######## design 1 ########
Design 1, cell sizes after repair:
Bar = 50 µm.
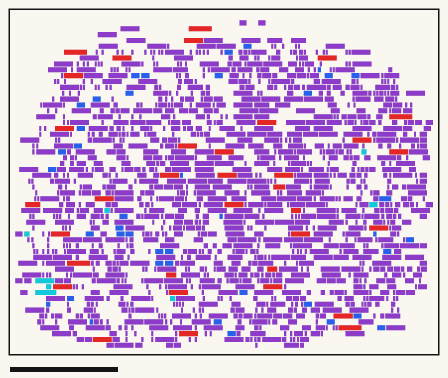
Design 1, register map, names as in the netlist:
Bar = 50 µm. Other sequential cells in the stronger gray, the rest of the logic in the fainter gray.
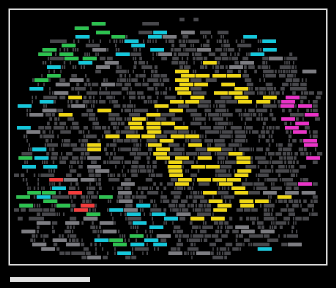
### src/rtl/cnn_pkg.sv
// Shared types and helpers for the CNN convolution layers: FSM state encoding
// and the exact accumulator width needed for a K*K multiply-accumulate.
package cnn_pkg;

  localparam logic [2:0] ST_IDLE   = 3'd0;
  localparam logic [2:0] ST_LOAD_F = 3'd1;
  localparam logic [2:0] ST_LOAD_I = 3'd2;
  localparam logic [2:0] ST_DRAIN  = 3'd3;
  localparam logic [2:0] ST_DONE   = 3'd4;

  typedef enum logic [2:0] {
    IDLE   = ST_IDLE,
    LOAD_F = ST_LOAD_F,
    LOAD_I = ST_LOAD_I,
    DRAIN  = ST_DRAIN,
    DONE   = ST_DONE
  } cnn_state_t;

  // Unsigned pixels gain one bit when zero-extended into the signed multiply.
  function automatic int acc_width(input int data_w, input int coef_w,
                                   input int k, input int signed_px);
    return data_w + coef_w + ((signed_px != 0) ? 0 : 1) + $clog2(k * k);
  endfunction

endpackage

### src/rtl/cnn_line_buffer.sv
// Delay line of K-1 image rows plus K pixels; exposes the K x K window ending at
// the most recently pushed pixel, flattened as index row*K+col (row 0 = oldest).
module cnn_line_buffer #(
  parameter int IMG_W  = 6,
  parameter int K      = 3,
  parameter int DATA_W = 4
) (
  input  logic                     clk,
  input  logic                     rst,
  input  logic                     push,
  input  logic [DATA_W-1:0]        data,
  output logic [K*K*DATA_W-1:0]    window
);

  localparam int LEN = (K - 1) * IMG_W + K;

  logic [DATA_W-1:0] taps [LEN];

  always_ff @(posedge clk or posedge rst) begin
    if (rst) begin
      for (int i = 0; i < LEN; i++) taps[i] <= '0;
    end else if (push) begin
      taps[0] <= data;
      for (int i = 1; i < LEN; i++) taps[i] <= taps[i-1];
    end
  end

  // taps[0] is the newest pixel, i.e. the bottom-right corner of the window.
  for (genvar r = 0; r < K; r++) begin : g_row
    for (genvar c = 0; c < K; c++) begin : g_col
      assign window[(r*K+c)*DATA_W +: DATA_W] = taps[(K-1-r)*IMG_W + (K-1-c)];
    end
  end

endmodule

### src/rtl/cnn_conv_layer_p.sv
// Single valid-mode convolution layer: serial filter load, row-major pixel stream,
// two-stage MAC pipeline (products, then sum/ReLU), done pulse after the drain.
module cnn_conv_layer_p
  import cnn_pkg::*;
#(
  parameter int IMG_W       = 6,
  parameter int IMG_H       = 6,
  parameter int K           = 3,
  parameter int DATA_W      = 4,
  parameter int DATA_SIGNED = 0,
  parameter int COEF_W      = 4,
  localparam int ACC_W      = acc_width(DATA_W, COEF_W, K, DATA_SIGNED)
) (
  input  logic              clk,
  input  logic              rst,
  input  logic              start,
  input  logic              relu_en,
  input  logic [COEF_W-1:0] coef_data,
  input  logic              coef_valid,
  input  logic [DATA_W-1:0] pix_data,
  input  logic              pix_valid,
  output logic              busy,
  output logic [ACC_W-1:0]  out_data,
  output logic              out_valid,
  output logic              done
);

  localparam int NT   = K * K;
  localparam int PR_W = DATA_W + 1 + COEF_W;
  localparam int FW   = $clog2(NT);
  localparam int CW   = $clog2(IMG_W);
  localparam int RW   = $clog2(IMG_H);

  cnn_state_t state, state_nxt;

  logic [FW-1:0]     coef_idx;
  logic [CW-1:0]     col;
  logic [RW-1:0]     row;
  logic              drain_cnt;
  logic              relu_q;
  logic [COEF_W-1:0] coef [NT];

  logic              coef_acc, last_coef, pix_acc, last_pix;
  logic [NT*DATA_W-1:0] win;

  logic              tag, v1;
  logic signed [PR_W-1:0]  prod_d [NT];
  logic signed [PR_W-1:0]  prod_q [NT];
  logic signed [ACC_W-1:0] sum;

  assign coef_acc  = (state == LOAD_F) && coef_valid;
  assign last_coef = coef_acc && (coef_idx == FW'(NT - 1));
  assign pix_acc   = (state == LOAD_I) && pix_valid;
  assign last_pix  = pix_acc && (row == RW'(IMG_H - 1)) && (col == CW'(IMG_W - 1));

  always_ff @(posedge clk or posedge rst) begin
    if (rst) state <= IDLE;
    else     state <= state_nxt;
  end

  always_comb begin
    state_nxt = state;
    case (state)
      IDLE:    if (start)     state_nxt = LOAD_F;
      LOAD_F:  if (last_coef) state_nxt = LOAD_I;
      LOAD_I:  if (last_pix)  state_nxt = DRAIN;
      DRAIN:   if (drain_cnt) state_nxt = DONE;
      DONE:                   state_nxt = IDLE;
      default:                state_nxt = IDLE;
    endcase
  end

  always_comb begin
    busy = (state != IDLE);
    done = (state == DONE);
  end

  always_ff @(posedge clk or posedge rst) begin
    if (rst) begin
      coef_idx  <= '0;
      col       <= '0;
      row       <= '0;
      drain_cnt <= 1'b0;
      relu_q    <= 1'b0;
      for (int i = 0; i < NT; i++) coef[i] <= '0;
    end else begin
      if ((state == IDLE) && start) begin
        relu_q   <= relu_en;
        coef_idx <= '0;
        col      <= '0;
        row      <= '0;
      end
      if (coef_acc) begin
        coef[coef_idx] <= coef_data;
        coef_idx       <= coef_idx + FW'(1);
      end
      if (pix_acc) begin
        if (col == CW'(IMG_W - 1)) begin
          col <= '0;
          row <= row + RW'(1);
        end else begin
          col <= col + CW'(1);
        end
      end
      drain_cnt <= (state == DRAIN) ? ~drain_cnt : 1'b0;
    end
  end

  cnn_line_buffer #(
    .IMG_W  (IMG_W),
    .K      (K),
    .DATA_W (DATA_W)
  ) u_line_buffer (
    .clk    (clk),
    .rst    (rst),
    .push   (pix_acc),
    .data   (pix_data),
    .window (win)
  );

  // One extra pixel bit covers both modes: zero-extend unsigned, sign-extend signed.
  for (genvar i = 0; i < NT; i++) begin : g_mul
    logic [DATA_W-1:0]   pw;
    logic signed [DATA_W:0] pe;
    assign pw        = win[i*DATA_W +: DATA_W];
    assign pe        = {(DATA_SIGNED != 0) && pw[DATA_W-1], pw};
    assign prod_d[i] = PR_W'(pe) * PR_W'($signed(coef[i]));
  end

  always_comb begin
    sum = '0;
    for (int i = 0; i < NT; i++) sum = sum + ACC_W'(prod_q[i]);
  end

  // The tag marks windows fully inside the image; it rides alongside the data.
  always_ff @(posedge clk or posedge rst) begin
    if (rst) begin
      tag       <= 1'b0;
      v1        <= 1'b0;
      out_valid <= 1'b0;
      out_data  <= '0;
      for (int i = 0; i < NT; i++) prod_q[i] <= '0;
    end else begin
      tag       <= pix_acc && (row >= RW'(K - 1)) && (col >= CW'(K - 1));
      v1        <= tag;
      out_valid <= v1;
      for (int i = 0; i < NT; i++) prod_q[i] <= prod_d[i];
      if (v1) out_data <= (relu_q && sum[ACC_W-1]) ? '0 : sum;
    end
  end

endmodule

### config.mk
export PLATFORM = sky130hd
export DESIGN_NAME = cnn_conv_layer_p
export DESIGN_NICKNAME = d
export VERILOG_FILES = /design/src/rtl/cnn_pkg.sv /design/src/rtl/cnn_line_buffer.sv /design/src/rtl/cnn_conv_layer_p.sv
export SDC_FILE = /design/constraint.sdc
export NUM_CORES = 1
export LEC_CHECK = 0
export CELL_PAD_IN_SITES_DETAIL_PLACEMENT = 0
export CELL_PAD_IN_SITES_GLOBAL_PLACEMENT = 1
export CORE_ASPECT_RATIO = 0.8
export CORE_MARGIN = 2
export CORE_UTILIZATION = 46
export DETAILED_ROUTE_END_ITERATION = 6
export PLACE_DENSITY = 0.76
export SYNTH_ARGS = -nofsm -noshare
export SYNTH_HDL_FRONTEND = slang
export SYNTH_SLANG_ARGS = --single-unit
### constraint.sdc
create_clock -name clk -period 6.5 [get_ports clk]
set_input_delay 1.3 -clock clk [delete_from_list [all_inputs] [get_ports clk]]
set_output_delay 1.3 -clock clk [all_outputs]
set_load 0.02 [all_outputs]
==> run summary <==
run metrics: register area share after synthesis 0.374, number of warnings printed during yosys synthesis 0, post-cts resize count 0, initial core utilization 0.471, Worst setup SP type flip-flop, mux frac, synth 0.0274, number of global-route vias before repair between 8,000 and 9,000, hold slack 0.464 ns, Data required, critical path about 6.9 ns, flip-flop and latch share of the layout cell area 0.335, final number of hold-violating endpoints 0, number of synthesized flops with an enable pin 0, library cells used by synthesis a little over 40, and+or+nand+nor area frac 0.128, Worst R2R Path Depth 16, hold buffer count at CTS 0, CTS tree done, final-layout clock-cell area share 0.0550, total buffers and inverters traversed by the critical path 5, dominant kind of cell multi-input combinational cells, parity-gate share of the synthesized area counting xor and xnor cells 0.0295, buffer share of cell area 0.0209, I/O pins 30, Horiz. Die Dim ~200 µm, setup repair after global routing missed its margin false, hold path endpoint u_line_buffer.taps[13], register ranked first by flip-flop count prod_q, depth of the worst hold-timing path 2, level count of the clock H-tree 1, number of cells produced by synthesis between 1,000 and 1,500, main logic family after synthesis adder cells, Area leader share 0.374, result of the run completed, cells traversed along the worst timing path inv_1 -> fa_1 -> inv_1 -> fa_1 -> fa_1 -> inv_1 -> fa_1 -> inv_1 -> ha_1 -> inv_1 -> fa_1 -> nand2b_1 -> a21oi_1 -> nor3b_1 -> o41ai_2 -> o22ai_1, layer carrying the most global-route usage met1, worst clock skew a little under 0.01 ns, Log Warnings 33, layout cells sized above 1 0.0591, launch point of the critical path prod_q[2], adder share 0.315, clock period minus final worst setup slack between 5 and 6 ns, Die Size about 32,000 µm², setup TNS 0 ns, share of the final layout cell area in multi-input gates 0.493, final-layout fill cell count 2,689, pin count of the biggest net entering global routing 159, global-route wire length before repair around 47,000 µm, commonest non-fill, non-tap cell in the layout inv_1, area used by multi-input combinational logic roughly 7700 µm², launch point of the worst hold path u_line_buffer.taps[17], Area contributors post-synth dfrtp_1, fa_1, ha_1, inv_1, nand2_1, largest area contributor in the netlist dfrtp_1, Taps Inserted between 400 and 500, met2 WL 11,200 µm, global-route congestion overflow total 0, layout inverter count without the clock tree around 260, detailed router's first-iteration violation count 353, commonest cells after routing, fill and taps aside inv_1, nand2_1, dfrtp_1, highest achievable clock rate 196 MHz, ant diodes 0, worst slack at placement roughly 1.4 ns, Cell Count, Final, Fillers Out 1,810
About 'cell sizes after repair' of design 1:
- red: _6 and larger (cells 34; share 2.4%; most used clkbuf_16)
- cyan: _3 and _4 cells (cells 8; share 0.57%; most used clkinvlp_4)
- purple: _0 and _1 cells (cells 1,321; share 94%; most used inv_1)
- blue: _2 cells (cells 41; share 2.9%; most used mux2_2)

About 'register map, names as in the netlist' of design 1:
- yellow: prod_q (sequential cells 81)
- cyan: u_line_buffer.window (sequential cells 36; where widely spread)
- magenta: out_data (sequential cells 13; where middle right)
- green: u_line_buffer.taps (sequential cells 24)
- red: coef_idx (sequential cells 4; where lower left)
- not colored: 50
final standard cell utilization of the core: 0.526
FF+latch area: 5200 µm²


######## design 2 ########
<file path="src/rtl/lfsr_cfg_loader_pkg.sv">
// Shared types and constants for the LFSR serial configuration loader.
package lfsr_cfg_loader_pkg;

  localparam int unsigned MAX_PIXEL_BITS = 24;
  localparam int unsigned DONE_TIMEOUT_DEF = 16;

  // Target encoding carried by the first bit of every frame
  localparam logic CFG_SEED = 1'b0;
  localparam logic CFG_STOP = 1'b1;

  typedef enum logic [1:0] {
    IDLE      = 2'd0,
    SHIFT     = 2'd1,
    COMMIT    = 2'd2,
    WAIT_DONE = 2'd3
  } cfg_state_e;

endpackage

</file>
<file path="src/rtl/cfg_shift_reg.sv">
// Parallel-load / serial-in shift register, MSB shifted out first.
module cfg_shift_reg #(
  parameter int unsigned W = 24
) (
  input  logic         clk_i,
  input  logic         nreset_i,
  input  logic         load_i,
  input  logic [W-1:0] load_data_i,
  input  logic         shift_i,
  input  logic         sin_i,
  output logic [W-1:0] q_o
);

  logic [W-1:0] r_q;

  // Load takes priority over shift
  always_ff @(posedge clk_i or negedge nreset_i) begin
    if (!nreset_i) begin
      r_q <= '0;
    end else if (load_i) begin
      r_q <= load_data_i;
    end else if (shift_i) begin
      r_q <= {r_q[W-2:0], sin_i};
    end
  end

  assign q_o = r_q;

endmodule

</file>
<file path="src/rtl/lfsr_cfg_loader.sv">
// Serial config front-end for the LFSR: deframes target+word, strobes it out, waits for ack.
// Optional readback of the old LFSR value on sdo_o under `LFSR_CFG_READBACK_EN.
module lfsr_cfg_loader
  import lfsr_cfg_loader_pkg::*;
#(
  parameter int unsigned DATA_W       = MAX_PIXEL_BITS,
  parameter int unsigned DONE_TIMEOUT = DONE_TIMEOUT_DEF
) (
  input  logic              clk_i,
  input  logic              nreset_i,
  input  logic              sel_n_i,
  input  logic              sdi_i,
  input  logic              sdi_valid_i,
  output logic              config_o,
  output logic              config_rdy_o,
  output logic [DATA_W-1:0] config_data_o,
  input  logic              config_done_i,
  input  logic [DATA_W-1:0] cfg_rd_data_i,
  output logic              sdo_o,
  output logic              busy_o,
  output logic              err_o
);

  localparam int unsigned CNT_W = $clog2(DATA_W);
  localparam int unsigned TMO_W = $clog2(DONE_TIMEOUT + 1);

  cfg_state_e        r_state, w_state_nxt;
  logic [CNT_W-1:0]  r_cnt;
  logic [TMO_W-1:0]  r_tmo;
  logic              r_armed, r_config, r_rdy, r_busy, r_err;
  logic [DATA_W-1:0] r_data, w_shift_q;
  logic              w_bit, w_shift_en, w_start, w_last, w_abort, w_ack, w_tmo_hit, w_frame_end;
  logic              w_unused_msb;

  assign w_bit      = ~sel_n_i & sdi_valid_i;
  assign w_shift_en = (r_state == SHIFT) & w_bit;

  always_ff @(posedge clk_i or negedge nreset_i) begin
    if (!nreset_i) r_state <= IDLE;
    else           r_state <= w_state_nxt;
  end

  always_comb begin
    w_state_nxt = r_state;
    w_start     = 1'b0;
    w_last      = 1'b0;
    w_abort     = 1'b0;
    w_ack       = 1'b0;
    w_tmo_hit   = 1'b0;
    case (r_state)
      IDLE: begin
        if (r_armed && w_bit) begin
          w_start     = 1'b1;
          w_state_nxt = SHIFT;
        end
      end
      SHIFT: begin
        if (sel_n_i) begin
          w_abort     = 1'b1;
          w_state_nxt = IDLE;
        end else if (sdi_valid_i && (r_cnt == CNT_W'(DATA_W - 1))) begin
          w_last      = 1'b1;
          w_state_nxt = COMMIT;
        end
      end
      // Ack during the strobe cycle is deliberately not looked at
      COMMIT: w_state_nxt = WAIT_DONE;
      WAIT_DONE: begin
        if (config_done_i) begin
          w_ack       = 1'b1;
          w_state_nxt = IDLE;
        end else if (r_tmo == TMO_W'(DONE_TIMEOUT - 1)) begin
          w_tmo_hit   = 1'b1;
          w_state_nxt = IDLE;
        end
      end
      default: w_state_nxt = IDLE;
    endcase
  end

  assign w_frame_end = w_abort | w_ack | w_tmo_hit;

  always_ff @(posedge clk_i or negedge nreset_i) begin
    if (!nreset_i) begin
      r_cnt    <= '0;
      r_tmo    <= '0;
      r_armed  <= 1'b1;
      r_config <= CFG_SEED;
      r_rdy    <= 1'b0;
      r_data   <= '0;
      r_busy   <= 1'b0;
      r_err    <= 1'b0;
    end else begin
      if (w_start)         r_cnt <= '0;
      else if (w_shift_en) r_cnt <= r_cnt + CNT_W'(1);

      if (r_state == COMMIT)         r_tmo <= '0;
      else if (r_state == WAIT_DONE) r_tmo <= r_tmo + TMO_W'(1);

      // A held-low select must be released before another frame may start
      if (w_frame_end)  r_armed <= 1'b0;
      else if (sel_n_i) r_armed <= 1'b1;

      if (w_start) r_config <= sdi_i;

      r_rdy <= w_last;
      if (w_last) r_data <= {w_shift_q[DATA_W-2:0], sdi_i};

      if (w_start)          r_busy <= 1'b1;
      else if (w_frame_end) r_busy <= 1'b0;

      if (w_start)                      r_err <= 1'b0;
      else if (w_abort || w_tmo_hit)    r_err <= 1'b1;
    end
  end

  cfg_shift_reg #(.W(DATA_W)) u_data_sr (
    .clk_i       (clk_i),
    .nreset_i    (nreset_i),
    .load_i      (w_start),
    .load_data_i ('0),
    .shift_i     (w_shift_en),
    .sin_i       (sdi_i),
    .q_o         (w_shift_q)
  );

  assign w_unused_msb  = w_shift_q[DATA_W-1];
  assign config_o      = r_config;
  assign config_rdy_o  = r_rdy;
  assign config_data_o = r_data;
  assign busy_o        = r_busy;
  assign err_o         = r_err;

`ifdef LFSR_CFG_READBACK_EN
  logic              r_cap, r_sdo, w_rb_shift, w_unused_rb;
  logic [DATA_W-1:0] w_rb_q;

  // Capture one cycle after the target bit so the LFSR mux reflects the new target;
  // a data bit landing on the capture cycle does not advance the readback.
  assign w_rb_shift = w_shift_en & ~r_cap;

  always_ff @(posedge clk_i or negedge nreset_i) begin
    if (!nreset_i) begin
      r_cap <= 1'b0;
      r_sdo <= 1'b0;
    end else begin
      r_cap <= w_start;
      if (w_state_nxt != SHIFT) r_sdo <= 1'b0;
      else if (r_cap)           r_sdo <= cfg_rd_data_i[DATA_W-1];
      else if (w_rb_shift)      r_sdo <= w_rb_q[DATA_W-2];
    end
  end

  cfg_shift_reg #(.W(DATA_W)) u_rb_sr (
    .clk_i       (clk_i),
    .nreset_i    (nreset_i),
    .load_i      (r_cap),
    .load_data_i (cfg_rd_data_i),
    .shift_i     (w_rb_shift),
    .sin_i       (1'b0),
    .q_o         (w_rb_q)
  );

  assign w_unused_rb = ^w_rb_q;
  assign sdo_o       = r_sdo;
`else
  logic w_unused_rd;
  assign w_unused_rd = ^cfg_rd_data_i;
  assign sdo_o       = 1'b0;
`endif

endmodule

</file>
<file path="config.mk">
export PLATFORM = sky130hd
export DESIGN_NAME = lfsr_cfg_loader
export DESIGN_NICKNAME = d
export VERILOG_FILES = /design/src/rtl/lfsr_cfg_loader_pkg.sv /design/src/rtl/cfg_shift_reg.sv /design/src/rtl/lfsr_cfg_loader.sv
export SDC_FILE = /design/constraint.sdc
export NUM_CORES = 1
export LEC_CHECK = 0
export ABC_AREA = 1
export CAP_MARGIN = 20
export CORE_MARGIN = 2
export CORE_UTILIZATION = 47
export CTS_BUF_LIST = sky130_fd_sc_hd__clkbuf_8
export DETAILED_ROUTE_END_ITERATION = 12
export GPL_TIMING_DRIVEN = 0
export HOLD_SLACK_MARGIN = 0.1
export PLACE_DENSITY = 0.78
export SYNTH_ARGS = -nofsm -noshare
export SYNTH_HDL_FRONTEND = slang
export SYNTH_SLANG_ARGS = --single-unit
</file>
<file path="constraint.sdc">
create_clock -name clk_i -period 1.45 [get_ports clk_i]
set_input_delay 0.2175 -clock clk_i [delete_from_list [all_inputs] [get_ports clk_i]]
set_output_delay 0.2175 -clock clk_i [all_outputs]
set_load 0.02 [all_outputs]
</file>
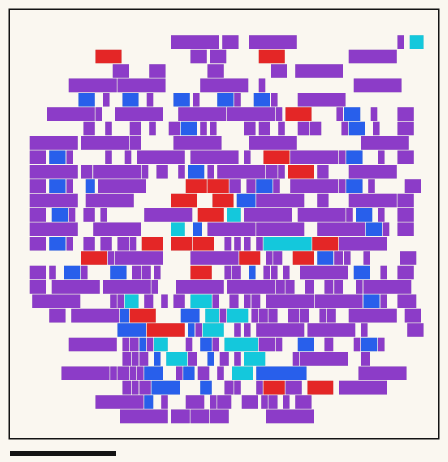
Design 2: cell sizes after repair
Bar = 20 µm.
- purple: _0 and _1 cells (cells 241; share 75%; most used dfrtp_1)
- red: _6 and larger (cells 22; share 6.9%; most used clkbuf_8)
- cyan: _3 and _4 cells (cells 14; share 4.4%; most used buf_4)
- blue: _2 cells (cells 43; share 13%; most used o21ai_2)

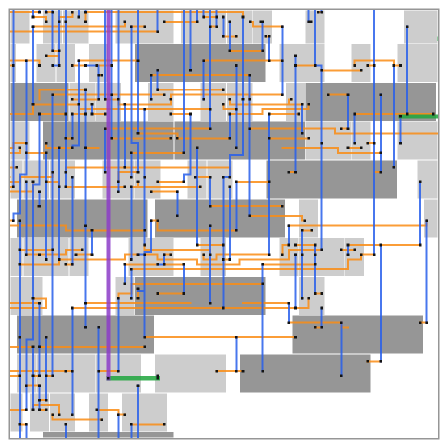
Design 2: zoomed window
Region (46, 5) to (76, 35) µm. Cells in gray, sequential cells in the stronger gray; small squares are vias.
- blue: metal 2
- orange: metal 1
- green: metal 3
- purple: metal 4
- most frequent: dfrtp_1 (10), inv_1 (9), nand3_1 (8)
- netlist names of flops here include: config_data_o (4), u_data_sr.q_o (3), r_cnt (2)
- cells with their middle in the window: 61
- sequential cells in the window: 11

==> run summary <==
run metrics: flip-flop and latch share of the layout cell area 0.470, ant diodes 0, count of maximum capacitance violations 0, power share of the clock group 0.301, Worst R2R Path Depth 10, worst clock skew ~0.011 ns, total buffers and inverters traversed by the critical path 2, crit path kind flip-flop to flip-flop, Placed Cells about 370, number of buffers outside the clock class in the layout about 51, number of cells produced by synthesis 267, Reg2Reg Capture Point r_state[0], Max power group registers, type of element capturing the critical path flip-flop, parity-gate share of the synthesized area counting xor and xnor cells 0.00315, sequential logic power roughly 2200 µW, result of the run completed, mux frac, synth 0, number of global-route vias before repair 1,922, final number of hold-violating endpoints 0, buffer share of cell area 0.139, initial core utilization 0.495, pin slew with the least headroom to its limit roughly 0.57 ns, Data required, critical path between 1.5 and 2 ns, root cell of the clock tree clkbuf_8

######## design 3 ########
Design 3, clock routing:
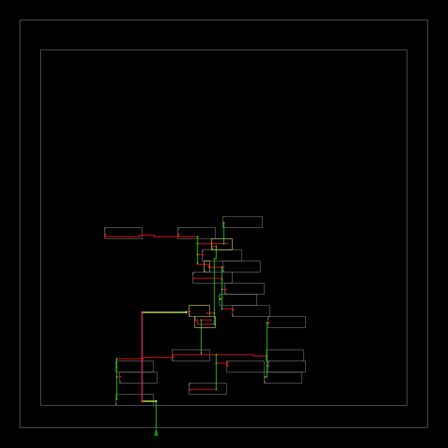
Design 3, cell sizes after repair:
Bar = 20 µm.
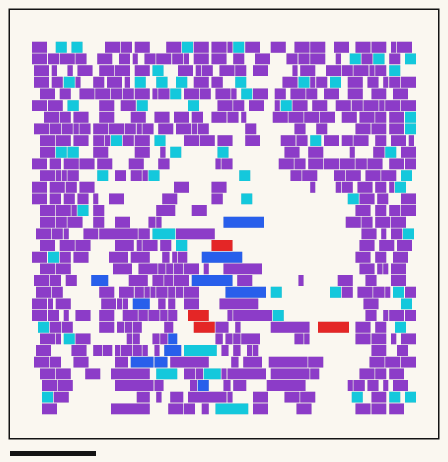
File: src/rtl/primitive_port_arbiter_pkg.sv
// Shared types for the primitive/node fetch-port arbiter.
//   ArbiterState : arbiter FSM state encoding.
// Falls back to default BVH index widths when the RayCore headers are not in
// the compilation unit.

`ifndef BVH_PRIMITIVE_INDEX_WIDTH
`define BVH_PRIMITIVE_INDEX_WIDTH 16
`endif
`ifndef BVH_NODE_INDEX_WIDTH
`define BVH_NODE_INDEX_WIDTH 16
`endif

package primitive_port_arbiter_pkg;

   typedef enum logic [1:0] {
      ARB_Idle   = 2'd0,
      ARB_Own    = 2'd1,
      ARB_Switch = 2'd2
   } ArbiterState;

endpackage

File: src/rtl/primitive_port_arbiter_rr_pick.sv
// Combinational rotate-priority picker.
//   req    : request vector
//   ptr    : index searched first; search wraps upward from here
//   any    : at least one request present
//   onehot : winning request as a one-hot vector (zero when none)
//   idx    : winning request index (zero when none)

module rr_pick #(
   parameter int N  = 4,
   parameter int PW = $clog2(N)
) (
   input  logic [N-1:0]  req,
   input  logic [PW-1:0] ptr,
   output logic          any,
   output logic [N-1:0]  onehot,
   output logic [PW-1:0] idx
);

   logic          found;
   logic [PW-1:0] cand;

   always_comb begin
      any    = |req;
      onehot = '0;
      idx    = '0;
      found  = 1'b0;
      cand   = '0;
      for (int k = 0; k < N; k++) begin
         cand = PW'((int'(ptr) + k) % N);
         if (!found && req[cand]) begin
            found        = 1'b1;
            onehot[cand] = 1'b1;
            idx          = cand;
         end
      end
   end

endmodule

File: src/rtl/primitive_port_arbiter.sv
// Round-robin, time-sliced arbiter sharing the BVH primitive/node fetch port
// between NUM_REQ traversal requesters.
//   clk, resetn          : clock, asynchronous active-low reset
//   req_valid            : per-requester port request, held for a traversal
//   req_start_primitive  : packed per-requester primitive start index
//   req_end_primitive    : packed per-requester primitive end index
//   req_node_index       : packed per-requester node index
//   gnt                  : registered one-hot grant
//   rsp_valid            : gnt delayed by MEM_LATENCY, tags returning data
//   mem_*                : owner's indices, zero when nothing is granted
//   busy                 : owner present or response still in flight
//
// state      | meaning
// -----------+-----------------------------------------------------------
// ARB_Idle   | no owner; pick from rr_ptr when any request is present
// ARB_Own    | gnt held by one requester; time slice counting down
// ARB_Switch | one gnt=0 bubble after preemption, then pick as in Idle

module primitive_port_arbiter
   import primitive_port_arbiter_pkg::*;
#(
   parameter int NUM_REQ     = 4,
   parameter int PRIM_W      = `BVH_PRIMITIVE_INDEX_WIDTH,
   parameter int NODE_W      = `BVH_NODE_INDEX_WIDTH,
   parameter int QUANTUM     = 64,
   parameter int MEM_LATENCY = 1
) (
   input  logic                      clk,
   input  logic                      resetn,
   input  logic [NUM_REQ-1:0]        req_valid,
   input  logic [NUM_REQ*PRIM_W-1:0] req_start_primitive,
   input  logic [NUM_REQ*PRIM_W-1:0] req_end_primitive,
   input  logic [NUM_REQ*NODE_W-1:0] req_node_index,
   output logic [NUM_REQ-1:0]        gnt,
   output logic [NUM_REQ-1:0]        rsp_valid,
   output logic [PRIM_W-1:0]         mem_start_primitive,
   output logic [PRIM_W-1:0]         mem_end_primitive,
   output logic [NODE_W-1:0]         mem_node_index,
   output logic                      busy
);

   localparam int PW = $clog2(NUM_REQ);
   localparam int CW = $clog2(QUANTUM + 1);

   ArbiterState        state_q, state_d;
   logic [NUM_REQ-1:0] gnt_q, gnt_d;
   logic [PW-1:0]      rr_ptr_q, rr_ptr_d;
   // Remaining cycles of the slice; reaching zero means the quantum is used up
   // and the counter parks there until a competitor shows up.
   logic [CW-1:0]      slice_left_q, slice_left_d;

   logic               pick_any;
   logic [NUM_REQ-1:0] pick_onehot;
   logic [PW-1:0]      pick_idx;
   logic [PW-1:0]      owner_idx;
   logic [PW-1:0]      owner_next;
   logic               owner_req;
   logic               others_req;
   logic               slice_done;
   logic               pipe_any;

   rr_pick #(
      .N  (NUM_REQ),
      .PW (PW)
   ) u_rr_pick (
      .req    (req_valid),
      .ptr    (rr_ptr_q),
      .any    (pick_any),
      .onehot (pick_onehot),
      .idx    (pick_idx)
   );

   always_comb begin
      owner_idx = '0;
      for (int i = 0; i < NUM_REQ; i++) begin
         if (gnt_q[i]) owner_idx = PW'(i);
      end
   end

   assign owner_next = (owner_idx == PW'(NUM_REQ - 1)) ? '0 : owner_idx + PW'(1);
   assign owner_req  = |(req_valid & gnt_q);
   assign others_req = |(req_valid & ~gnt_q);
   assign slice_done = (slice_left_q == '0);

   always_comb begin
      state_d      = state_q;
      gnt_d        = gnt_q;
      rr_ptr_d     = rr_ptr_q;
      slice_left_d = slice_left_q;
      case (state_q)
         ARB_Idle, ARB_Switch: begin
            if (pick_any) begin
               gnt_d        = pick_onehot;
               slice_left_d = CW'(QUANTUM - 1);
               state_d      = ARB_Own;
            end else begin
               gnt_d   = '0;
               state_d = ARB_Idle;
            end
         end
         ARB_Own: begin
            if (!slice_done) slice_left_d = slice_left_q - CW'(1);
            // Release wins over preemption; both clear gnt and advance rr_ptr.
            if (!owner_req) begin
               gnt_d    = '0;
               rr_ptr_d = owner_next;
               state_d  = ARB_Idle;
            end else if (slice_done && others_req) begin
               gnt_d    = '0;
               rr_ptr_d = owner_next;
               state_d  = ARB_Switch;
            end
         end
         default: begin
            gnt_d   = '0;
            state_d = ARB_Idle;
         end
      endcase
   end

   always_ff @(posedge clk or negedge resetn) begin
      if (!resetn) begin
         state_q      <= ARB_Idle;
         gnt_q        <= '0;
         rr_ptr_q     <= '0;
         slice_left_q <= '0;
      end else begin
         state_q      <= state_d;
         gnt_q        <= gnt_d;
         rr_ptr_q     <= rr_ptr_d;
         slice_left_q <= slice_left_d;
      end
   end

   generate
      if (MEM_LATENCY == 0) begin : g_no_delay
         assign rsp_valid = gnt_q;
         assign pipe_any  = 1'b0;
      end else begin : g_delay
         logic [MEM_LATENCY-1:0][NUM_REQ-1:0] rsp_pipe_q, rsp_pipe_d;

         always_comb begin
            rsp_pipe_d    = '0;
            rsp_pipe_d[0] = gnt_q;
            for (int k = 1; k < MEM_LATENCY; k++) begin
               rsp_pipe_d[k] = rsp_pipe_q[k-1];
            end
         end

         always_ff @(posedge clk or negedge resetn) begin
            if (!resetn) rsp_pipe_q <= '0;
            else         rsp_pipe_q <= rsp_pipe_d;
         end

         assign rsp_valid = rsp_pipe_q[MEM_LATENCY-1];
         assign pipe_any  = |rsp_pipe_q;
      end
   endgenerate

   // AND-OR mux keyed on the grant register, so an idle port drives zeros.
   always_comb begin
      mem_start_primitive = '0;
      mem_end_primitive   = '0;
      mem_node_index      = '0;
      for (int i = 0; i < NUM_REQ; i++) begin
         if (gnt_q[i]) begin
            mem_start_primitive = mem_start_primitive | req_start_primitive[i*PRIM_W +: PRIM_W];
            mem_end_primitive   = mem_end_primitive   | req_end_primitive[i*PRIM_W +: PRIM_W];
            mem_node_index      = mem_node_index      | req_node_index[i*NODE_W +: NODE_W];
         end
      end
   end

   assign gnt  = gnt_q;
   assign busy = (|gnt_q) | pipe_any;

`ifndef SYNTHESIS
   a_gnt_onehot: assert property (@(posedge clk) disable iff (!resetn) $onehot0(gnt_q));
   a_rsp_onehot: assert property (@(posedge clk) disable iff (!resetn) $onehot0(rsp_valid));
   a_gnt_had_req: assert property (@(posedge clk) disable iff (!resetn)
      (gnt_q & ~$past(req_valid)) == '0);
`endif

endmodule

File: config.mk
export PLATFORM = sky130hd
export DESIGN_NAME = primitive_port_arbiter
export DESIGN_NICKNAME = d
export VERILOG_FILES = /design/src/rtl/primitive_port_arbiter_pkg.sv /design/src/rtl/primitive_port_arbiter_rr_pick.sv /design/src/rtl/primitive_port_arbiter.sv
export SDC_FILE = /design/constraint.sdc
export NUM_CORES = 1
export LEC_CHECK = 0
export CORE_MARGIN = 5
export CORE_UTILIZATION = 28
export DETAILED_ROUTE_END_ITERATION = 7
export PLACE_DENSITY = 0.82
export SETUP_SLACK_MARGIN = 0.1
export SLEW_MARGIN = 5
export SYNTH_ARGS = -nofsm -noshare
export SYNTH_HDL_FRONTEND = slang
export SYNTH_SLANG_ARGS = --single-unit
File: constraint.sdc
create_clock -name clk -period 2.6 [get_ports clk]
set_input_delay 0.26 -clock clk [delete_from_list [all_inputs] [get_ports clk]]
set_output_delay 0.26 -clock clk [all_outputs]
set_load 0.05 [all_outputs]
==> run summary <==
run metrics: I/O pins around 260, post-layout total power 4900 µW, number of warnings printed during yosys synthesis 0, netlist area before placement around 2300 µm², crit path kind flip-flop to flip-flop, Area leader share 0.319, number of cells produced by synthesis approximately 300, GR met2 Demand/Resource 0.445, clock slew seen by the registers of the worst setup and hold paths ~0.070 ns, placed wire-length estimate approximately 11,000 µm, worst min-delay path category input pin to asynchronous set/reset pin, Power Clock roughly 200 µW, yosys stat chip area 2260 µm², average vias per placed instance 5.40, setup TNS 0 ns, Data required, critical path around 2.7 ns, switching power between 2000 and 3000 µW, main logic family after synthesis AND-OR/OR-AND gates, result of the run completed, Reg power frac 0.124, total buffers and inverters traversed by the critical path 1, final-layout clock-cell area share 0.00939, combinational cell power roughly 4100 µW, Die Size approximately 10000 µm², global-route wire length before repair 18,900 µm, layout inverter count without the clock tree 7, final number of hold-violating endpoints 0, and+or+nand+nor area frac 0.175, Critical R2R Launch rr_ptr_q[1], flops & latches, synth 19, post-cts resize count 0, type of element capturing the critical path flip-flop, power share of the clock group 0.041, highest achievable clock rate ~460 MHz, Log Warnings 33, combinational cell fraction of total power 0.835, register area share after synthesis 0.211, worst supply voltage drop on vdd around 0.53 mV, met2 WL ~6600 µm, cells traversed along the worst timing path inv_1 -> ha_1 -> mux2i_1 -> mux2_2 -> o211ai_1 -> a31oi_1 -> a221o_1, Core Footprint between 7000 and 8000 µm², Worst R2R Path Depth 7, overall via count from detail_route between 3,000 and 4,000, final standard cell utilization of the core 0.615, vertical extent of the die approximately 100 µm, drt wl/cell 20.2 µm, area used by multi-input combinational logic around 1600 µm², sequential logic power 606 µW, flip-flop count of the largest register, all copies and words added 7, final period utilization 0.842, placed cell area between 4000 and 5000 µm²
## Picture notes: 'clock routing' of design 3
number of sequential cells in the layout: 19
total clock buffers created by CTS: 3
number of clock buffers in the layout: 4

## Picture notes: 'cell sizes after repair' of design 3
- cyan: _3 and _4 cells (cells 60; share 11%; most used buf_4)
- red: _6 and larger (cells 4; share 0.75%; most used clkbuf_8)
- purple: _0 and _1 cells (cells 455; share 86%; most used clkdlybuf4s50_1)
- blue: _2 cells (cells 11; share 2.1%; most used dfrtp_2)
number of buffers outside the clock class in the layout: 261
setup slack after layout: 0.410 ns
Area growth, synth to finish: 112%
area of all placed cells without fillers: 4800 µm²


######## design 4 ########
Design 4, clock distribution:
Bar = 50 µm.
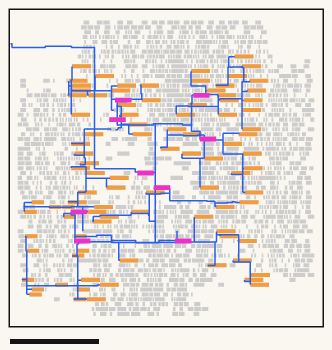
Design 4, clock routing:
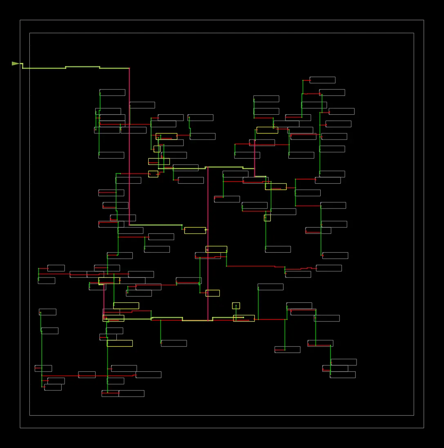
Design 4, zoomed window:
Region (116, 29) to (146, 59) µm. Cells in gray, sequential cells in the stronger gray; small squares are vias.
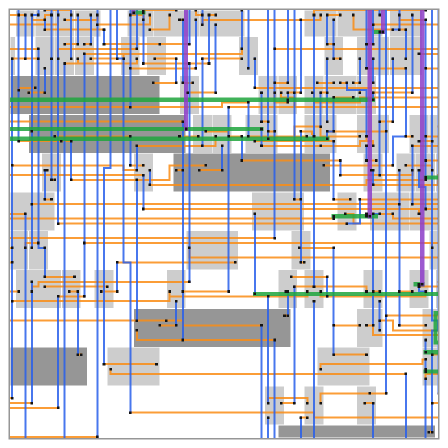
===== src/rtl/fwd_bypass_unit.sv =====
// fwd_bypass_unit
//   Operand-forwarding unit at the ID/EX boundary. For each source operand it
//   picks the youngest in-flight producer: EX, then MEM, then WB, then the
//   retired-WB history (youngest first), and finally regfile data.
//   It flags load-use hazards and counts stall cycles with a saturating counter.
//   The WB history covers the regfile write-then-read window, so that window
//   needs no stall.
//   Optional build macro: FWD_OPERAND_REG_EN registers operand_out/fwd_sel
//   (one-cycle latency, hold on stall_in, reset to 0).
module fwd_bypass_unit #(
  parameter int DATAWIDTH  = 32,
  parameter int NUM_SRC    = 2,
  parameter int REGADDR_W  = 5,
  parameter int HIST_DEPTH = 2
) (
  input  logic                           clk,
  input  logic                           rst,
  input  logic                           stall_in,
  input  logic [NUM_SRC*REGADDR_W-1:0]   src_addr,
  input  logic [NUM_SRC*DATAWIDTH-1:0]   src_rdata,
  input  logic                           ex_wen,
  input  logic                           ex_is_load,
  input  logic [REGADDR_W-1:0]           ex_rd,
  input  logic [DATAWIDTH-1:0]           ex_data,
  input  logic                           mem_wen,
  input  logic [REGADDR_W-1:0]           mem_rd,
  input  logic [DATAWIDTH-1:0]           mem_data,
  input  logic                           wb_wen,
  input  logic [REGADDR_W-1:0]           wb_rd,
  input  logic [DATAWIDTH-1:0]           wb_data,
  output logic [NUM_SRC*DATAWIDTH-1:0]   operand_out,
  output logic [NUM_SRC*3-1:0]           fwd_sel,
  output logic                           load_use_stall,
  output logic [15:0]                    lu_stall_cnt
);

  localparam logic [2:0] SEL_RF  = 3'd0;
  localparam logic [2:0] SEL_EX  = 3'd1;
  localparam logic [2:0] SEL_MEM = 3'd2;
  localparam logic [2:0] SEL_WB  = 3'd3;

  // Retired-WB history; entry 0 is the most recently retired write.
  logic                 hist_valid_reg [HIST_DEPTH];
  logic [REGADDR_W-1:0] hist_rd_reg    [HIST_DEPTH];
  logic [DATAWIDTH-1:0] hist_data_reg  [HIST_DEPTH];

  logic [NUM_SRC-1:0]   lu_vec;
  logic [15:0]          lu_cnt_reg;

  genvar gi;

  // History shift register: capture WB into entry 0, age the rest, drop the oldest.
  generate
    for (gi = 0; gi < HIST_DEPTH; gi++) begin : g_hist
      if (gi == 0) begin : g_head
        // Load the head entry from this cycle's WB write (x0 writes are never valid).
        always_ff @(posedge clk) begin
          if (rst) begin
            hist_valid_reg[0] <= 1'b0;
            hist_rd_reg[0]    <= '0;
            hist_data_reg[0]  <= '0;
          end else if (!stall_in) begin
            hist_valid_reg[0] <= wb_wen && (wb_rd != '0);
            hist_rd_reg[0]    <= wb_rd;
            hist_data_reg[0]  <= wb_data;
          end
        end
      end else begin : g_tail
        // Age the entry by copying from the next-younger slot.
        always_ff @(posedge clk) begin
          if (rst) begin
            hist_valid_reg[gi] <= 1'b0;
            hist_rd_reg[gi]    <= '0;
            hist_data_reg[gi]  <= '0;
          end else if (!stall_in) begin
            hist_valid_reg[gi] <= hist_valid_reg[gi-1];
            hist_rd_reg[gi]    <= hist_rd_reg[gi-1];
            hist_data_reg[gi]  <= hist_data_reg[gi-1];
          end
        end
      end
    end
  endgenerate

  // Per-source priority select and load-use detection.
  generate
    for (gi = 0; gi < NUM_SRC; gi++) begin : g_src
      logic [REGADDR_W-1:0] addr_w;
      logic [DATAWIDTH-1:0] rf_w;
      logic [DATAWIDTH-1:0] data_next;
      logic [2:0]           sel_next;

      assign addr_w = src_addr[gi*REGADDR_W +: REGADDR_W];
      assign rf_w   = src_rdata[gi*DATAWIDTH +: DATAWIDTH];

      // Walk producers from oldest to youngest so the youngest match overrides.
      always_comb begin
        sel_next  = SEL_RF;
        data_next = rf_w;
        if (addr_w != '0) begin
          for (int i = HIST_DEPTH - 1; i >= 0; i--) begin
            if (hist_valid_reg[i] && (hist_rd_reg[i] == addr_w)) begin
              sel_next  = 3'(4 + i);
              data_next = hist_data_reg[i];
            end
          end
          if (wb_wen && (wb_rd == addr_w)) begin
            sel_next  = SEL_WB;
            data_next = wb_data;
          end
          if (mem_wen && (mem_rd == addr_w)) begin
            sel_next  = SEL_MEM;
            data_next = mem_data;
          end
          if (ex_wen && (ex_rd == addr_w)) begin
            sel_next  = SEL_EX;
            data_next = ex_data;
          end
        end
      end

      assign lu_vec[gi] = ex_wen && ex_is_load && (addr_w != '0) && (ex_rd == addr_w);

`ifdef FWD_OPERAND_REG_EN
      logic [DATAWIDTH-1:0] data_reg;
      logic [2:0]           sel_reg;

      // Registered operand path; holds while the pipeline is stalled.
      always_ff @(posedge clk) begin
        if (rst) begin
          data_reg <= '0;
          sel_reg  <= '0;
        end else if (!stall_in) begin
          data_reg <= data_next;
          sel_reg  <= sel_next;
        end
      end

      assign operand_out[gi*DATAWIDTH +: DATAWIDTH] = data_reg;
      assign fwd_sel[gi*3 +: 3]                     = sel_reg;
`else
      assign operand_out[gi*DATAWIDTH +: DATAWIDTH] = data_next;
      assign fwd_sel[gi*3 +: 3]                     = sel_next;
`endif
    end
  endgenerate

  assign load_use_stall = |lu_vec;

  // Saturating count of load-use stall cycles taken while the pipeline advances.
  always_ff @(posedge clk) begin
    if (rst) begin
      lu_cnt_reg <= '0;
    end else if (!stall_in && load_use_stall && (lu_cnt_reg != 16'hFFFF)) begin
      lu_cnt_reg <= lu_cnt_reg + 16'd1;
    end
  end

  assign lu_stall_cnt = lu_cnt_reg;

endmodule

===== config.mk =====
export PLATFORM = sky130hd
export DESIGN_NAME = fwd_bypass_unit
export DESIGN_NICKNAME = d
export VERILOG_FILES = /design/src/rtl/fwd_bypass_unit.sv
export SDC_FILE = /design/constraint.sdc
export NUM_CORES = 1
export LEC_CHECK = 0
export ABC_AREA = 1
export CORE_AREA = 4 4 171 173
export DETAILED_ROUTE_END_ITERATION = 16
export DIE_AREA = 0 0 175 177
export HOLD_SLACK_MARGIN = 0.05
export PLACE_DENSITY = 0.67
export SLEW_MARGIN = 20
export SYNTH_ARGS = -nofsm -noshare
export SYNTH_HDL_FRONTEND = slang
export SYNTH_SLANG_ARGS = --single-unit

===== constraint.sdc =====
create_clock -name clk -period 3.15 [get_ports clk]
set_clock_uncertainty 0.2 [all_clocks]
set_input_delay 0.63 -clock clk [delete_from_list [all_inputs] [get_ports clk]]
set_output_delay 0.63 -clock clk [all_outputs]
set_load 0.03 [all_outputs]

==> run summary <==
run metrics: result of the run finished with violations, violations in the final reports setup timing, initial core utilization 0.328, GR Util met1 0.346, main logic family after synthesis simple AND/OR/NAND/NOR gates, depth of the worst hold-timing path 2, Cell Count, Final, Fillers Out approximately 2,400, placed cell area ~13,000 µm², highest metal used met4, clock slew seen by the registers of the worst setup and hold paths 0.07 ns, dominant kind of cell multi-input combinational cells, CTS tree done, count of maximum capacitance violations 0, Async SR Flop Fraction 0, P per Cell Area about 280 nW/µm², layout cells sized above 1 0.310, register area share after synthesis 0.287, average vias per placed instance between 5 and 6, launch point of the worst hold path lu_stall_cnt[4], hold slack between 0.3 and 0.4 ns, flip-flop and latch share of the layout cell area 0.163, root cell of the clock tree clkbuf_16, final setup violation count 10, met2 WL around 21,000 µm, yosys stat chip area 9060 µm², Switching Fraction 0.351, combinational cell fraction of total power 0.399, final wirelength 45,800 µm, met3 Usage GRT 0.0402, buffer share of cell area 0.336, Placed Cells between 2,000 and 2,500, hold buffer count at CTS 0, IO Port Bufs 278, Log Warnings 28, Horiz. Die Dim between 150 and 200 µm, final count of pins violating max slew 0, area of all placed cells without fillers 16,000 µm², yosys aoi share 0.130, final standard cell utilization of the core 0.579, Worst R2R Path Depth 8, Pint 2910 µW, ant diodes 0, area used by multi-input combinational logic approximately 6300 µm², nets 2,176, worst min-delay path category flip-flop to flip-flop, detailed router's first-iteration violation count roughly 1,200, setup repair after global routing missed its margin true, top-count cell post-synth nand2_1, global routing usage summed across all routing layers 0.269, Area growth, synth to finish 76.6%, post-layout total power 4480 µW, commonest non-fill, non-tap cell in the layout nand2_1, layer carrying the most global-route usage met2, number of synthesized flops with an enable pin 76, mux frac, synth 0, layout inverter count without the clock tree approximately 220, Max FO, Critical Path 37, level count of the clock H-tree 3, Max Root-Sink Buffers 2, maximum single-stage delay on the critical path around 0.42 ns, CTS sink cnt about 90, hold path endpoint lu_stall_cnt[4], flip-flop count of the largest register, all copies and words added between 60 and 70, setup slack after layout -0.119 ns, number of sequential cells in the layout about 92, crit path kind flip-flop to output port, switching power 1570 µW, Reg2Reg Capture Point lu_stall_cnt[1], family with the most delay on the worst path simple AND/OR/NAND/NOR gates
About 'clock distribution' of design 4:
- blue: clock wires (length 1,490 µm)
- magenta: clock drivers (count 9)
- orange: flip-flops (count 92)
- routed clock nets: 10

About 'clock routing' of design 4:
number of clock buffers in the layout: 9
clock latency of the later-clocked register in the worst-skew pair: 0.36 ns
Power Clock: 1260 µW

About 'zoomed window' of design 4:
- orange: metal 1
- green: metal 3
- purple: metal 4
- blue: metal 2
- sequential cells in the window: 4
- most frequent: nor2_1 (18), inv_1 (12), nand2_1 (9)
- netlist names of flops here include: hist_data_reg (4)
- cells with their middle in the window: 64


######## design 5 ########
Design 5, zoomed window:
Region (99, 23) to (129, 53) µm. Cells in gray, sequential cells in the stronger gray; small squares are vias.
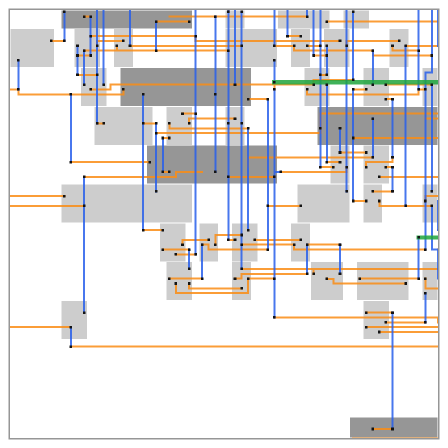
Design 5, cell sizes after repair:
Bar = 50 µm.
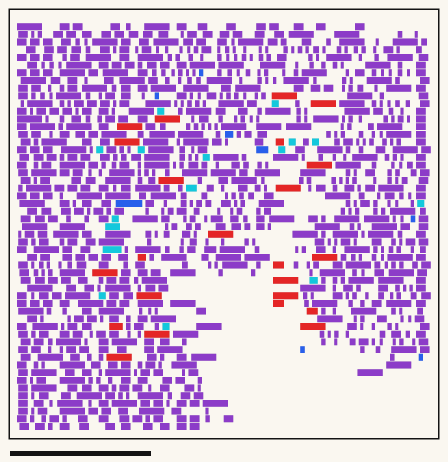
<file path="config.mk">
export PLATFORM = sky130hd
export DESIGN_NAME = lb_arbiter
export DESIGN_NICKNAME = d
export VERILOG_FILES = /design/src/rtl/lb_arb_pkg.sv /design/src/rtl/lb_arbiter.sv
export SDC_FILE = /design/constraint.sdc
export NUM_CORES = 1
export LEC_CHECK = 0
export CELL_PAD_IN_SITES_DETAIL_PLACEMENT = 1
export CELL_PAD_IN_SITES_GLOBAL_PLACEMENT = 1
export CORE_MARGIN = 2
export CORE_UTILIZATION = 34
export CTS_CLUSTER_DIAMETER = 150
export DETAILED_ROUTE_END_ITERATION = 8
export HOLD_SLACK_MARGIN = 0.06
export PLACE_DENSITY = 0.9
export RECOVER_POWER = 100
export SETUP_SLACK_MARGIN = 0.15
export SYNTH_ARGS = -nofsm -noshare
export SYNTH_HDL_FRONTEND = slang
export SYNTH_SLANG_ARGS = --single-unit
export TNS_END_PERCENT = 30
</file>
<file path="constraint.sdc">
create_clock -name clk_lb -period 4.5 [get_ports clk_lb]
set_input_delay 0.675 -clock clk_lb [delete_from_list [all_inputs] [get_ports clk_lb]]
set_output_delay 0.675 -clock clk_lb [all_outputs]
set_load 0.05 [all_outputs]
</file>
<file path="src/rtl/lb_arb_pkg.sv">
// Shared definitions for the two-requester LocalBus arbiter.
//   lb_state_e            : arbiter sequencing states
//   LB_RD_ERR_DATA        : read data returned when no slave answers in time
//   LB_RD_TIMEOUT_DEFAULT : default number of cycles to wait for lb_rd_rdy
package lb_arb_pkg;

    typedef enum logic [2:0] {
        IDLE = 3'd0,
        WR   = 3'd1,
        RD   = 3'd2,
        WAIT = 3'd3,
        ACK  = 3'd4
    } lb_state_e;

    localparam logic [31:0] LB_RD_ERR_DATA        = 32'hDEAD_BEEF;
    localparam int unsigned LB_RD_TIMEOUT_DEFAULT = 255;

endpackage : lb_arb_pkg

</file>
<file path="src/rtl/lb_arbiter.sv">
// lb_arbiter: round-robin arbiter between two LocalBus requesters (m0 = host
// bridge, m1 = on-chip master) and the shared LocalBus slave fabric.
// Serialises single-beat reads/writes; every read completes, with an error
// completion (data DEAD_BEEF, mX_err=1) when no lb_rd_rdy arrives within
// RD_TIMEOUT cycles.
// Ports:
//   clk_lb, reset_n          : clock, asynchronous active-low reset
//   mX_req/wr/addr/wr_d      : request from requester X (held until mX_ack)
//   mX_ack/err/rd_d          : registered completion pulse, error flag, read data
//   lb_wr/lb_rd              : one-cycle strobes to the fabric
//   lb_addr/lb_wr_d          : address and write data to the fabric
//   lb_rd_d/lb_rd_rdy        : read data and its valid pulse from the fabric
module lb_arbiter
    import lb_arb_pkg::*;
#(
    parameter int unsigned RD_TIMEOUT = LB_RD_TIMEOUT_DEFAULT
) (
    input  logic        clk_lb,
    input  logic        reset_n,
    input  logic        m0_req,
    input  logic        m0_wr,
    input  logic [31:0] m0_addr,
    input  logic [31:0] m0_wr_d,
    output logic        m0_ack,
    output logic        m0_err,
    output logic [31:0] m0_rd_d,
    input  logic        m1_req,
    input  logic        m1_wr,
    input  logic [31:0] m1_addr,
    input  logic [31:0] m1_wr_d,
    output logic        m1_ack,
    output logic        m1_err,
    output logic [31:0] m1_rd_d,
    output logic        lb_wr,
    output logic        lb_rd,
    output logic [31:0] lb_addr,
    output logic [31:0] lb_wr_d,
    input  logic [31:0] lb_rd_d,
    input  logic        lb_rd_rdy
);

    // The counter starts at 0 in the first WAIT cycle, so the last WAIT cycle
    // of the window holds RD_TIMEOUT-1.
    localparam logic [15:0] TERM_CNT = 16'(RD_TIMEOUT - 1);

    lb_state_e   state_q, state_d;
    logic        grant_q, grant_d;
    logic        last_grant_q, last_grant_d;
    logic [31:0] addr_q, addr_d;
    logic [31:0] wdata_q, wdata_d;
    logic        wr_stb_q, wr_stb_d;
    logic        rd_stb_q, rd_stb_d;
    logic [15:0] cnt_q, cnt_d;

    // Completion events for the currently granted requester.
    logic        ack_set;
    logic        err_set;
    logic        rd_load;
    logic [31:0] rd_val;

    logic [1:0]  req;
    logic        pick;
    logic        req_wr   [2];
    logic [31:0] req_addr [2];
    logic [31:0] req_data [2];

    logic        ack_q     [2];
    logic        ack_d     [2];
    logic        err_q     [2];
    logic        err_d     [2];
    logic [31:0] rd_data_q [2];
    logic [31:0] rd_data_d [2];

    assign req         = {m1_req, m0_req};
    assign req_wr[0]   = m0_wr;
    assign req_wr[1]   = m1_wr;
    assign req_addr[0] = m0_addr;
    assign req_addr[1] = m1_addr;
    assign req_data[0] = m0_wr_d;
    assign req_data[1] = m1_wr_d;

    // On a tie the requester that was not served last wins.
    assign pick = (req == 2'b11) ? ~last_grant_q : req[1];

    always_comb begin
        state_d      = state_q;
        grant_d      = grant_q;
        last_grant_d = last_grant_q;
        addr_d       = addr_q;
        wdata_d      = wdata_q;
        wr_stb_d     = 1'b0;
        rd_stb_d     = 1'b0;
        cnt_d        = cnt_q;
        ack_set      = 1'b0;
        err_set      = 1'b0;
        rd_load      = 1'b0;
        rd_val       = lb_rd_d;

        case (state_q)
            IDLE: begin
                if (|req) begin
                    grant_d = pick;
                    addr_d  = req_addr[pick];
                    wdata_d = req_data[pick];
                    if (req_wr[pick]) begin
                        state_d  = WR;
                        wr_stb_d = 1'b1;
                    end else begin
                        state_d  = RD;
                        rd_stb_d = 1'b1;
                    end
                end
            end
            WR: begin
                state_d = ACK;
                ack_set = 1'b1;
            end
            RD: begin
                cnt_d = '0;
                if (lb_rd_rdy) begin
                    state_d = ACK;
                    ack_set = 1'b1;
                    rd_load = 1'b1;
                end else begin
                    state_d = WAIT;
                end
            end
            WAIT: begin
                cnt_d = cnt_q + 16'd1;
                // Data arriving on the terminal cycle still counts as a hit.
                if (lb_rd_rdy) begin
                    state_d = ACK;
                    ack_set = 1'b1;
                    rd_load = 1'b1;
                end else if (cnt_q == TERM_CNT) begin
                    state_d = ACK;
                    ack_set = 1'b1;
                    err_set = 1'b1;
                    rd_load = 1'b1;
                    rd_val  = LB_RD_ERR_DATA;
                end
            end
            ACK: begin
                last_grant_d = grant_q;
                state_d      = IDLE;
            end
            default: state_d = IDLE;
        endcase
    end

    always_ff @(posedge clk_lb or negedge reset_n) begin
        if (!reset_n) begin
            state_q      <= IDLE;
            grant_q      <= 1'b0;
            last_grant_q <= 1'b1;
            addr_q       <= '0;
            wdata_q      <= '0;
            wr_stb_q     <= 1'b0;
            rd_stb_q     <= 1'b0;
            cnt_q        <= '0;
        end else begin
            state_q      <= state_d;
            grant_q      <= grant_d;
            last_grant_q <= last_grant_d;
            addr_q       <= addr_d;
            wdata_q      <= wdata_d;
            wr_stb_q     <= wr_stb_d;
            rd_stb_q     <= rd_stb_d;
            cnt_q        <= cnt_d;
        end
    end

    // Per-requester completion registers; only the granted side ever moves.
    for (genvar gi = 0; gi < 2; gi++) begin : g_req
        assign ack_d[gi]     = ack_set && (grant_q == 1'(gi));
        assign err_d[gi]     = err_set && (grant_q == 1'(gi));
        assign rd_data_d[gi] = (rd_load && (grant_q == 1'(gi))) ? rd_val : rd_data_q[gi];

        always_ff @(posedge clk_lb or negedge reset_n) begin
            if (!reset_n) begin
                ack_q[gi]     <= 1'b0;
                err_q[gi]     <= 1'b0;
                rd_data_q[gi] <= '0;
            end else begin
                ack_q[gi]     <= ack_d[gi];
                err_q[gi]     <= err_d[gi];
                rd_data_q[gi] <= rd_data_d[gi];
            end
        end
    end

    assign m0_ack  = ack_q[0];
    assign m0_err  = err_q[0];
    assign m0_rd_d = rd_data_q[0];
    assign m1_ack  = ack_q[1];
    assign m1_err  = err_q[1];
    assign m1_rd_d = rd_data_q[1];
    assign lb_wr   = wr_stb_q;
    assign lb_rd   = rd_stb_q;
    assign lb_addr = addr_q;
    assign lb_wr_d = wdata_q;

endmodule : lb_arbiter

</file>
==> run summary <==
run metrics: highest metal used met4, total buffers and inverters traversed by the critical path 2, total clock buffers created by CTS 17, dominant kind of cell flip-flops and latches, yosys stat chip area ~7400 µm², Placed Cells about 1,300, combinational cell fraction of total power 0.537, Max FO, Critical Path 23, timing endpoint of the critical path state_q[1], Rows between 50 and 60, mux frac, synth 0.0908, final number of hold-violating endpoints 0, placed cell area between 10,000 and 15,000 µm², Crit path depth 6, pin slew with the least headroom to its limit between 2 and 3 ns, IO Port Bufs about 300, violations in the final reports capacitance limit, slew limit, depth of the worst hold-timing path 2, global-route congestion overflow total 0, post-layout total power a little over 8000 µW, overall via count from detail_route about 7,000, worst clock skew approximately 0.018 ns, drt wl/cell 19.9 µm, final period utilization 0.739, type of element capturing the critical path flip-flop, GR Util met1 0.265, vertical extent of the die approximately 150 µm, level count of the clock H-tree 4, Die Size 22,900 µm², gpl congestion 0.821, CTS sink cnt between 150 and 200, Area growth, synth to finish 49.9%, met2 WL 13,800 µm, Critical R2R Launch state_q[0], final count of pins violating max slew 121, result of the run finished with violations, count of maximum capacitance violations 2, worst slack at placement 1.75 ns, Pint about 4000 µW, Worst R2R Path Depth 5, number of antenna violations at the first check in global routing 5, most used standard cells in the synthesized netlist dfrtp_1, nor2_1, a21oi_1, nand2_1, o21ai_0, Horiz. Die Dim 151 µm, Core Footprint between 20,000 and 25,000 µm², area used by multi-input combinational logic ~3200 µm², Switching Fraction 0.509, nets approximately 1,200
About 'zoomed window' of design 5:
- blue: metal 2
- green: metal 3
- orange: metal 1
- sequential cells in the window: 4
- netlist names of flops here include: m0_rd_d (2), m1_rd_d (2)
- cells with their middle in the window: 33
- most frequent: nor2_1 (6), a21oi_1 (6)

About 'cell sizes after repair' of design 5:
- blue: _2 cells (cells 8; share 0.73%; most used clkbuf_2)
- cyan: _3 and _4 cells (cells 16; share 1.5%)
- purple: _0 and _1 cells (cells 1,044; share 96%; most used clkdlybuf4s50_1)
- red: _6 and larger (cells 23; share 2.1%; most used clkbuf_16)



==> gallery <==
Clock distribution.
(a)
Bar = 20 µm.
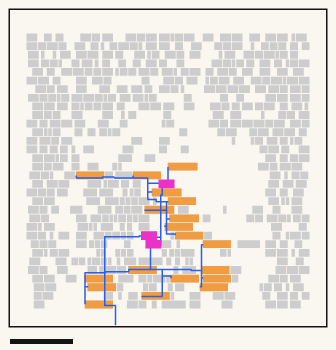
(b)
Bar = 20 µm.
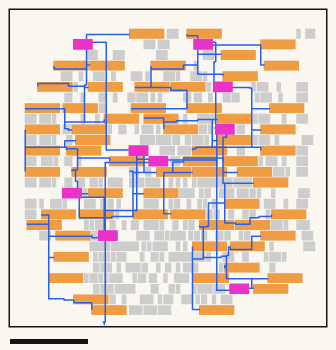
(c)
Bar = 50 µm.
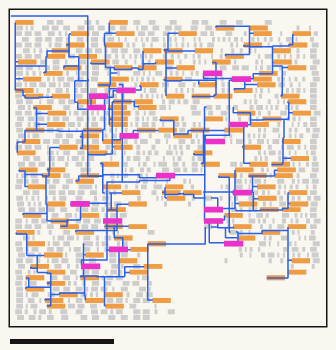
(d)
Bar = 50 µm.
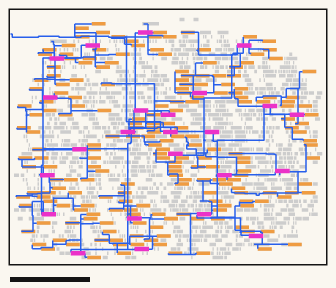
For design 1, see (d).
For design 3, see (a).
For design 5, see (c).
For design 2, see (b).

Key to (a):
- magenta: clock drivers (count 3)
- orange: flip-flops (count 19)
- blue: clock wires (length 238 µm)
- routed clock nets: 4

No activity file was given, so power comes from the tool's default toggle rates.
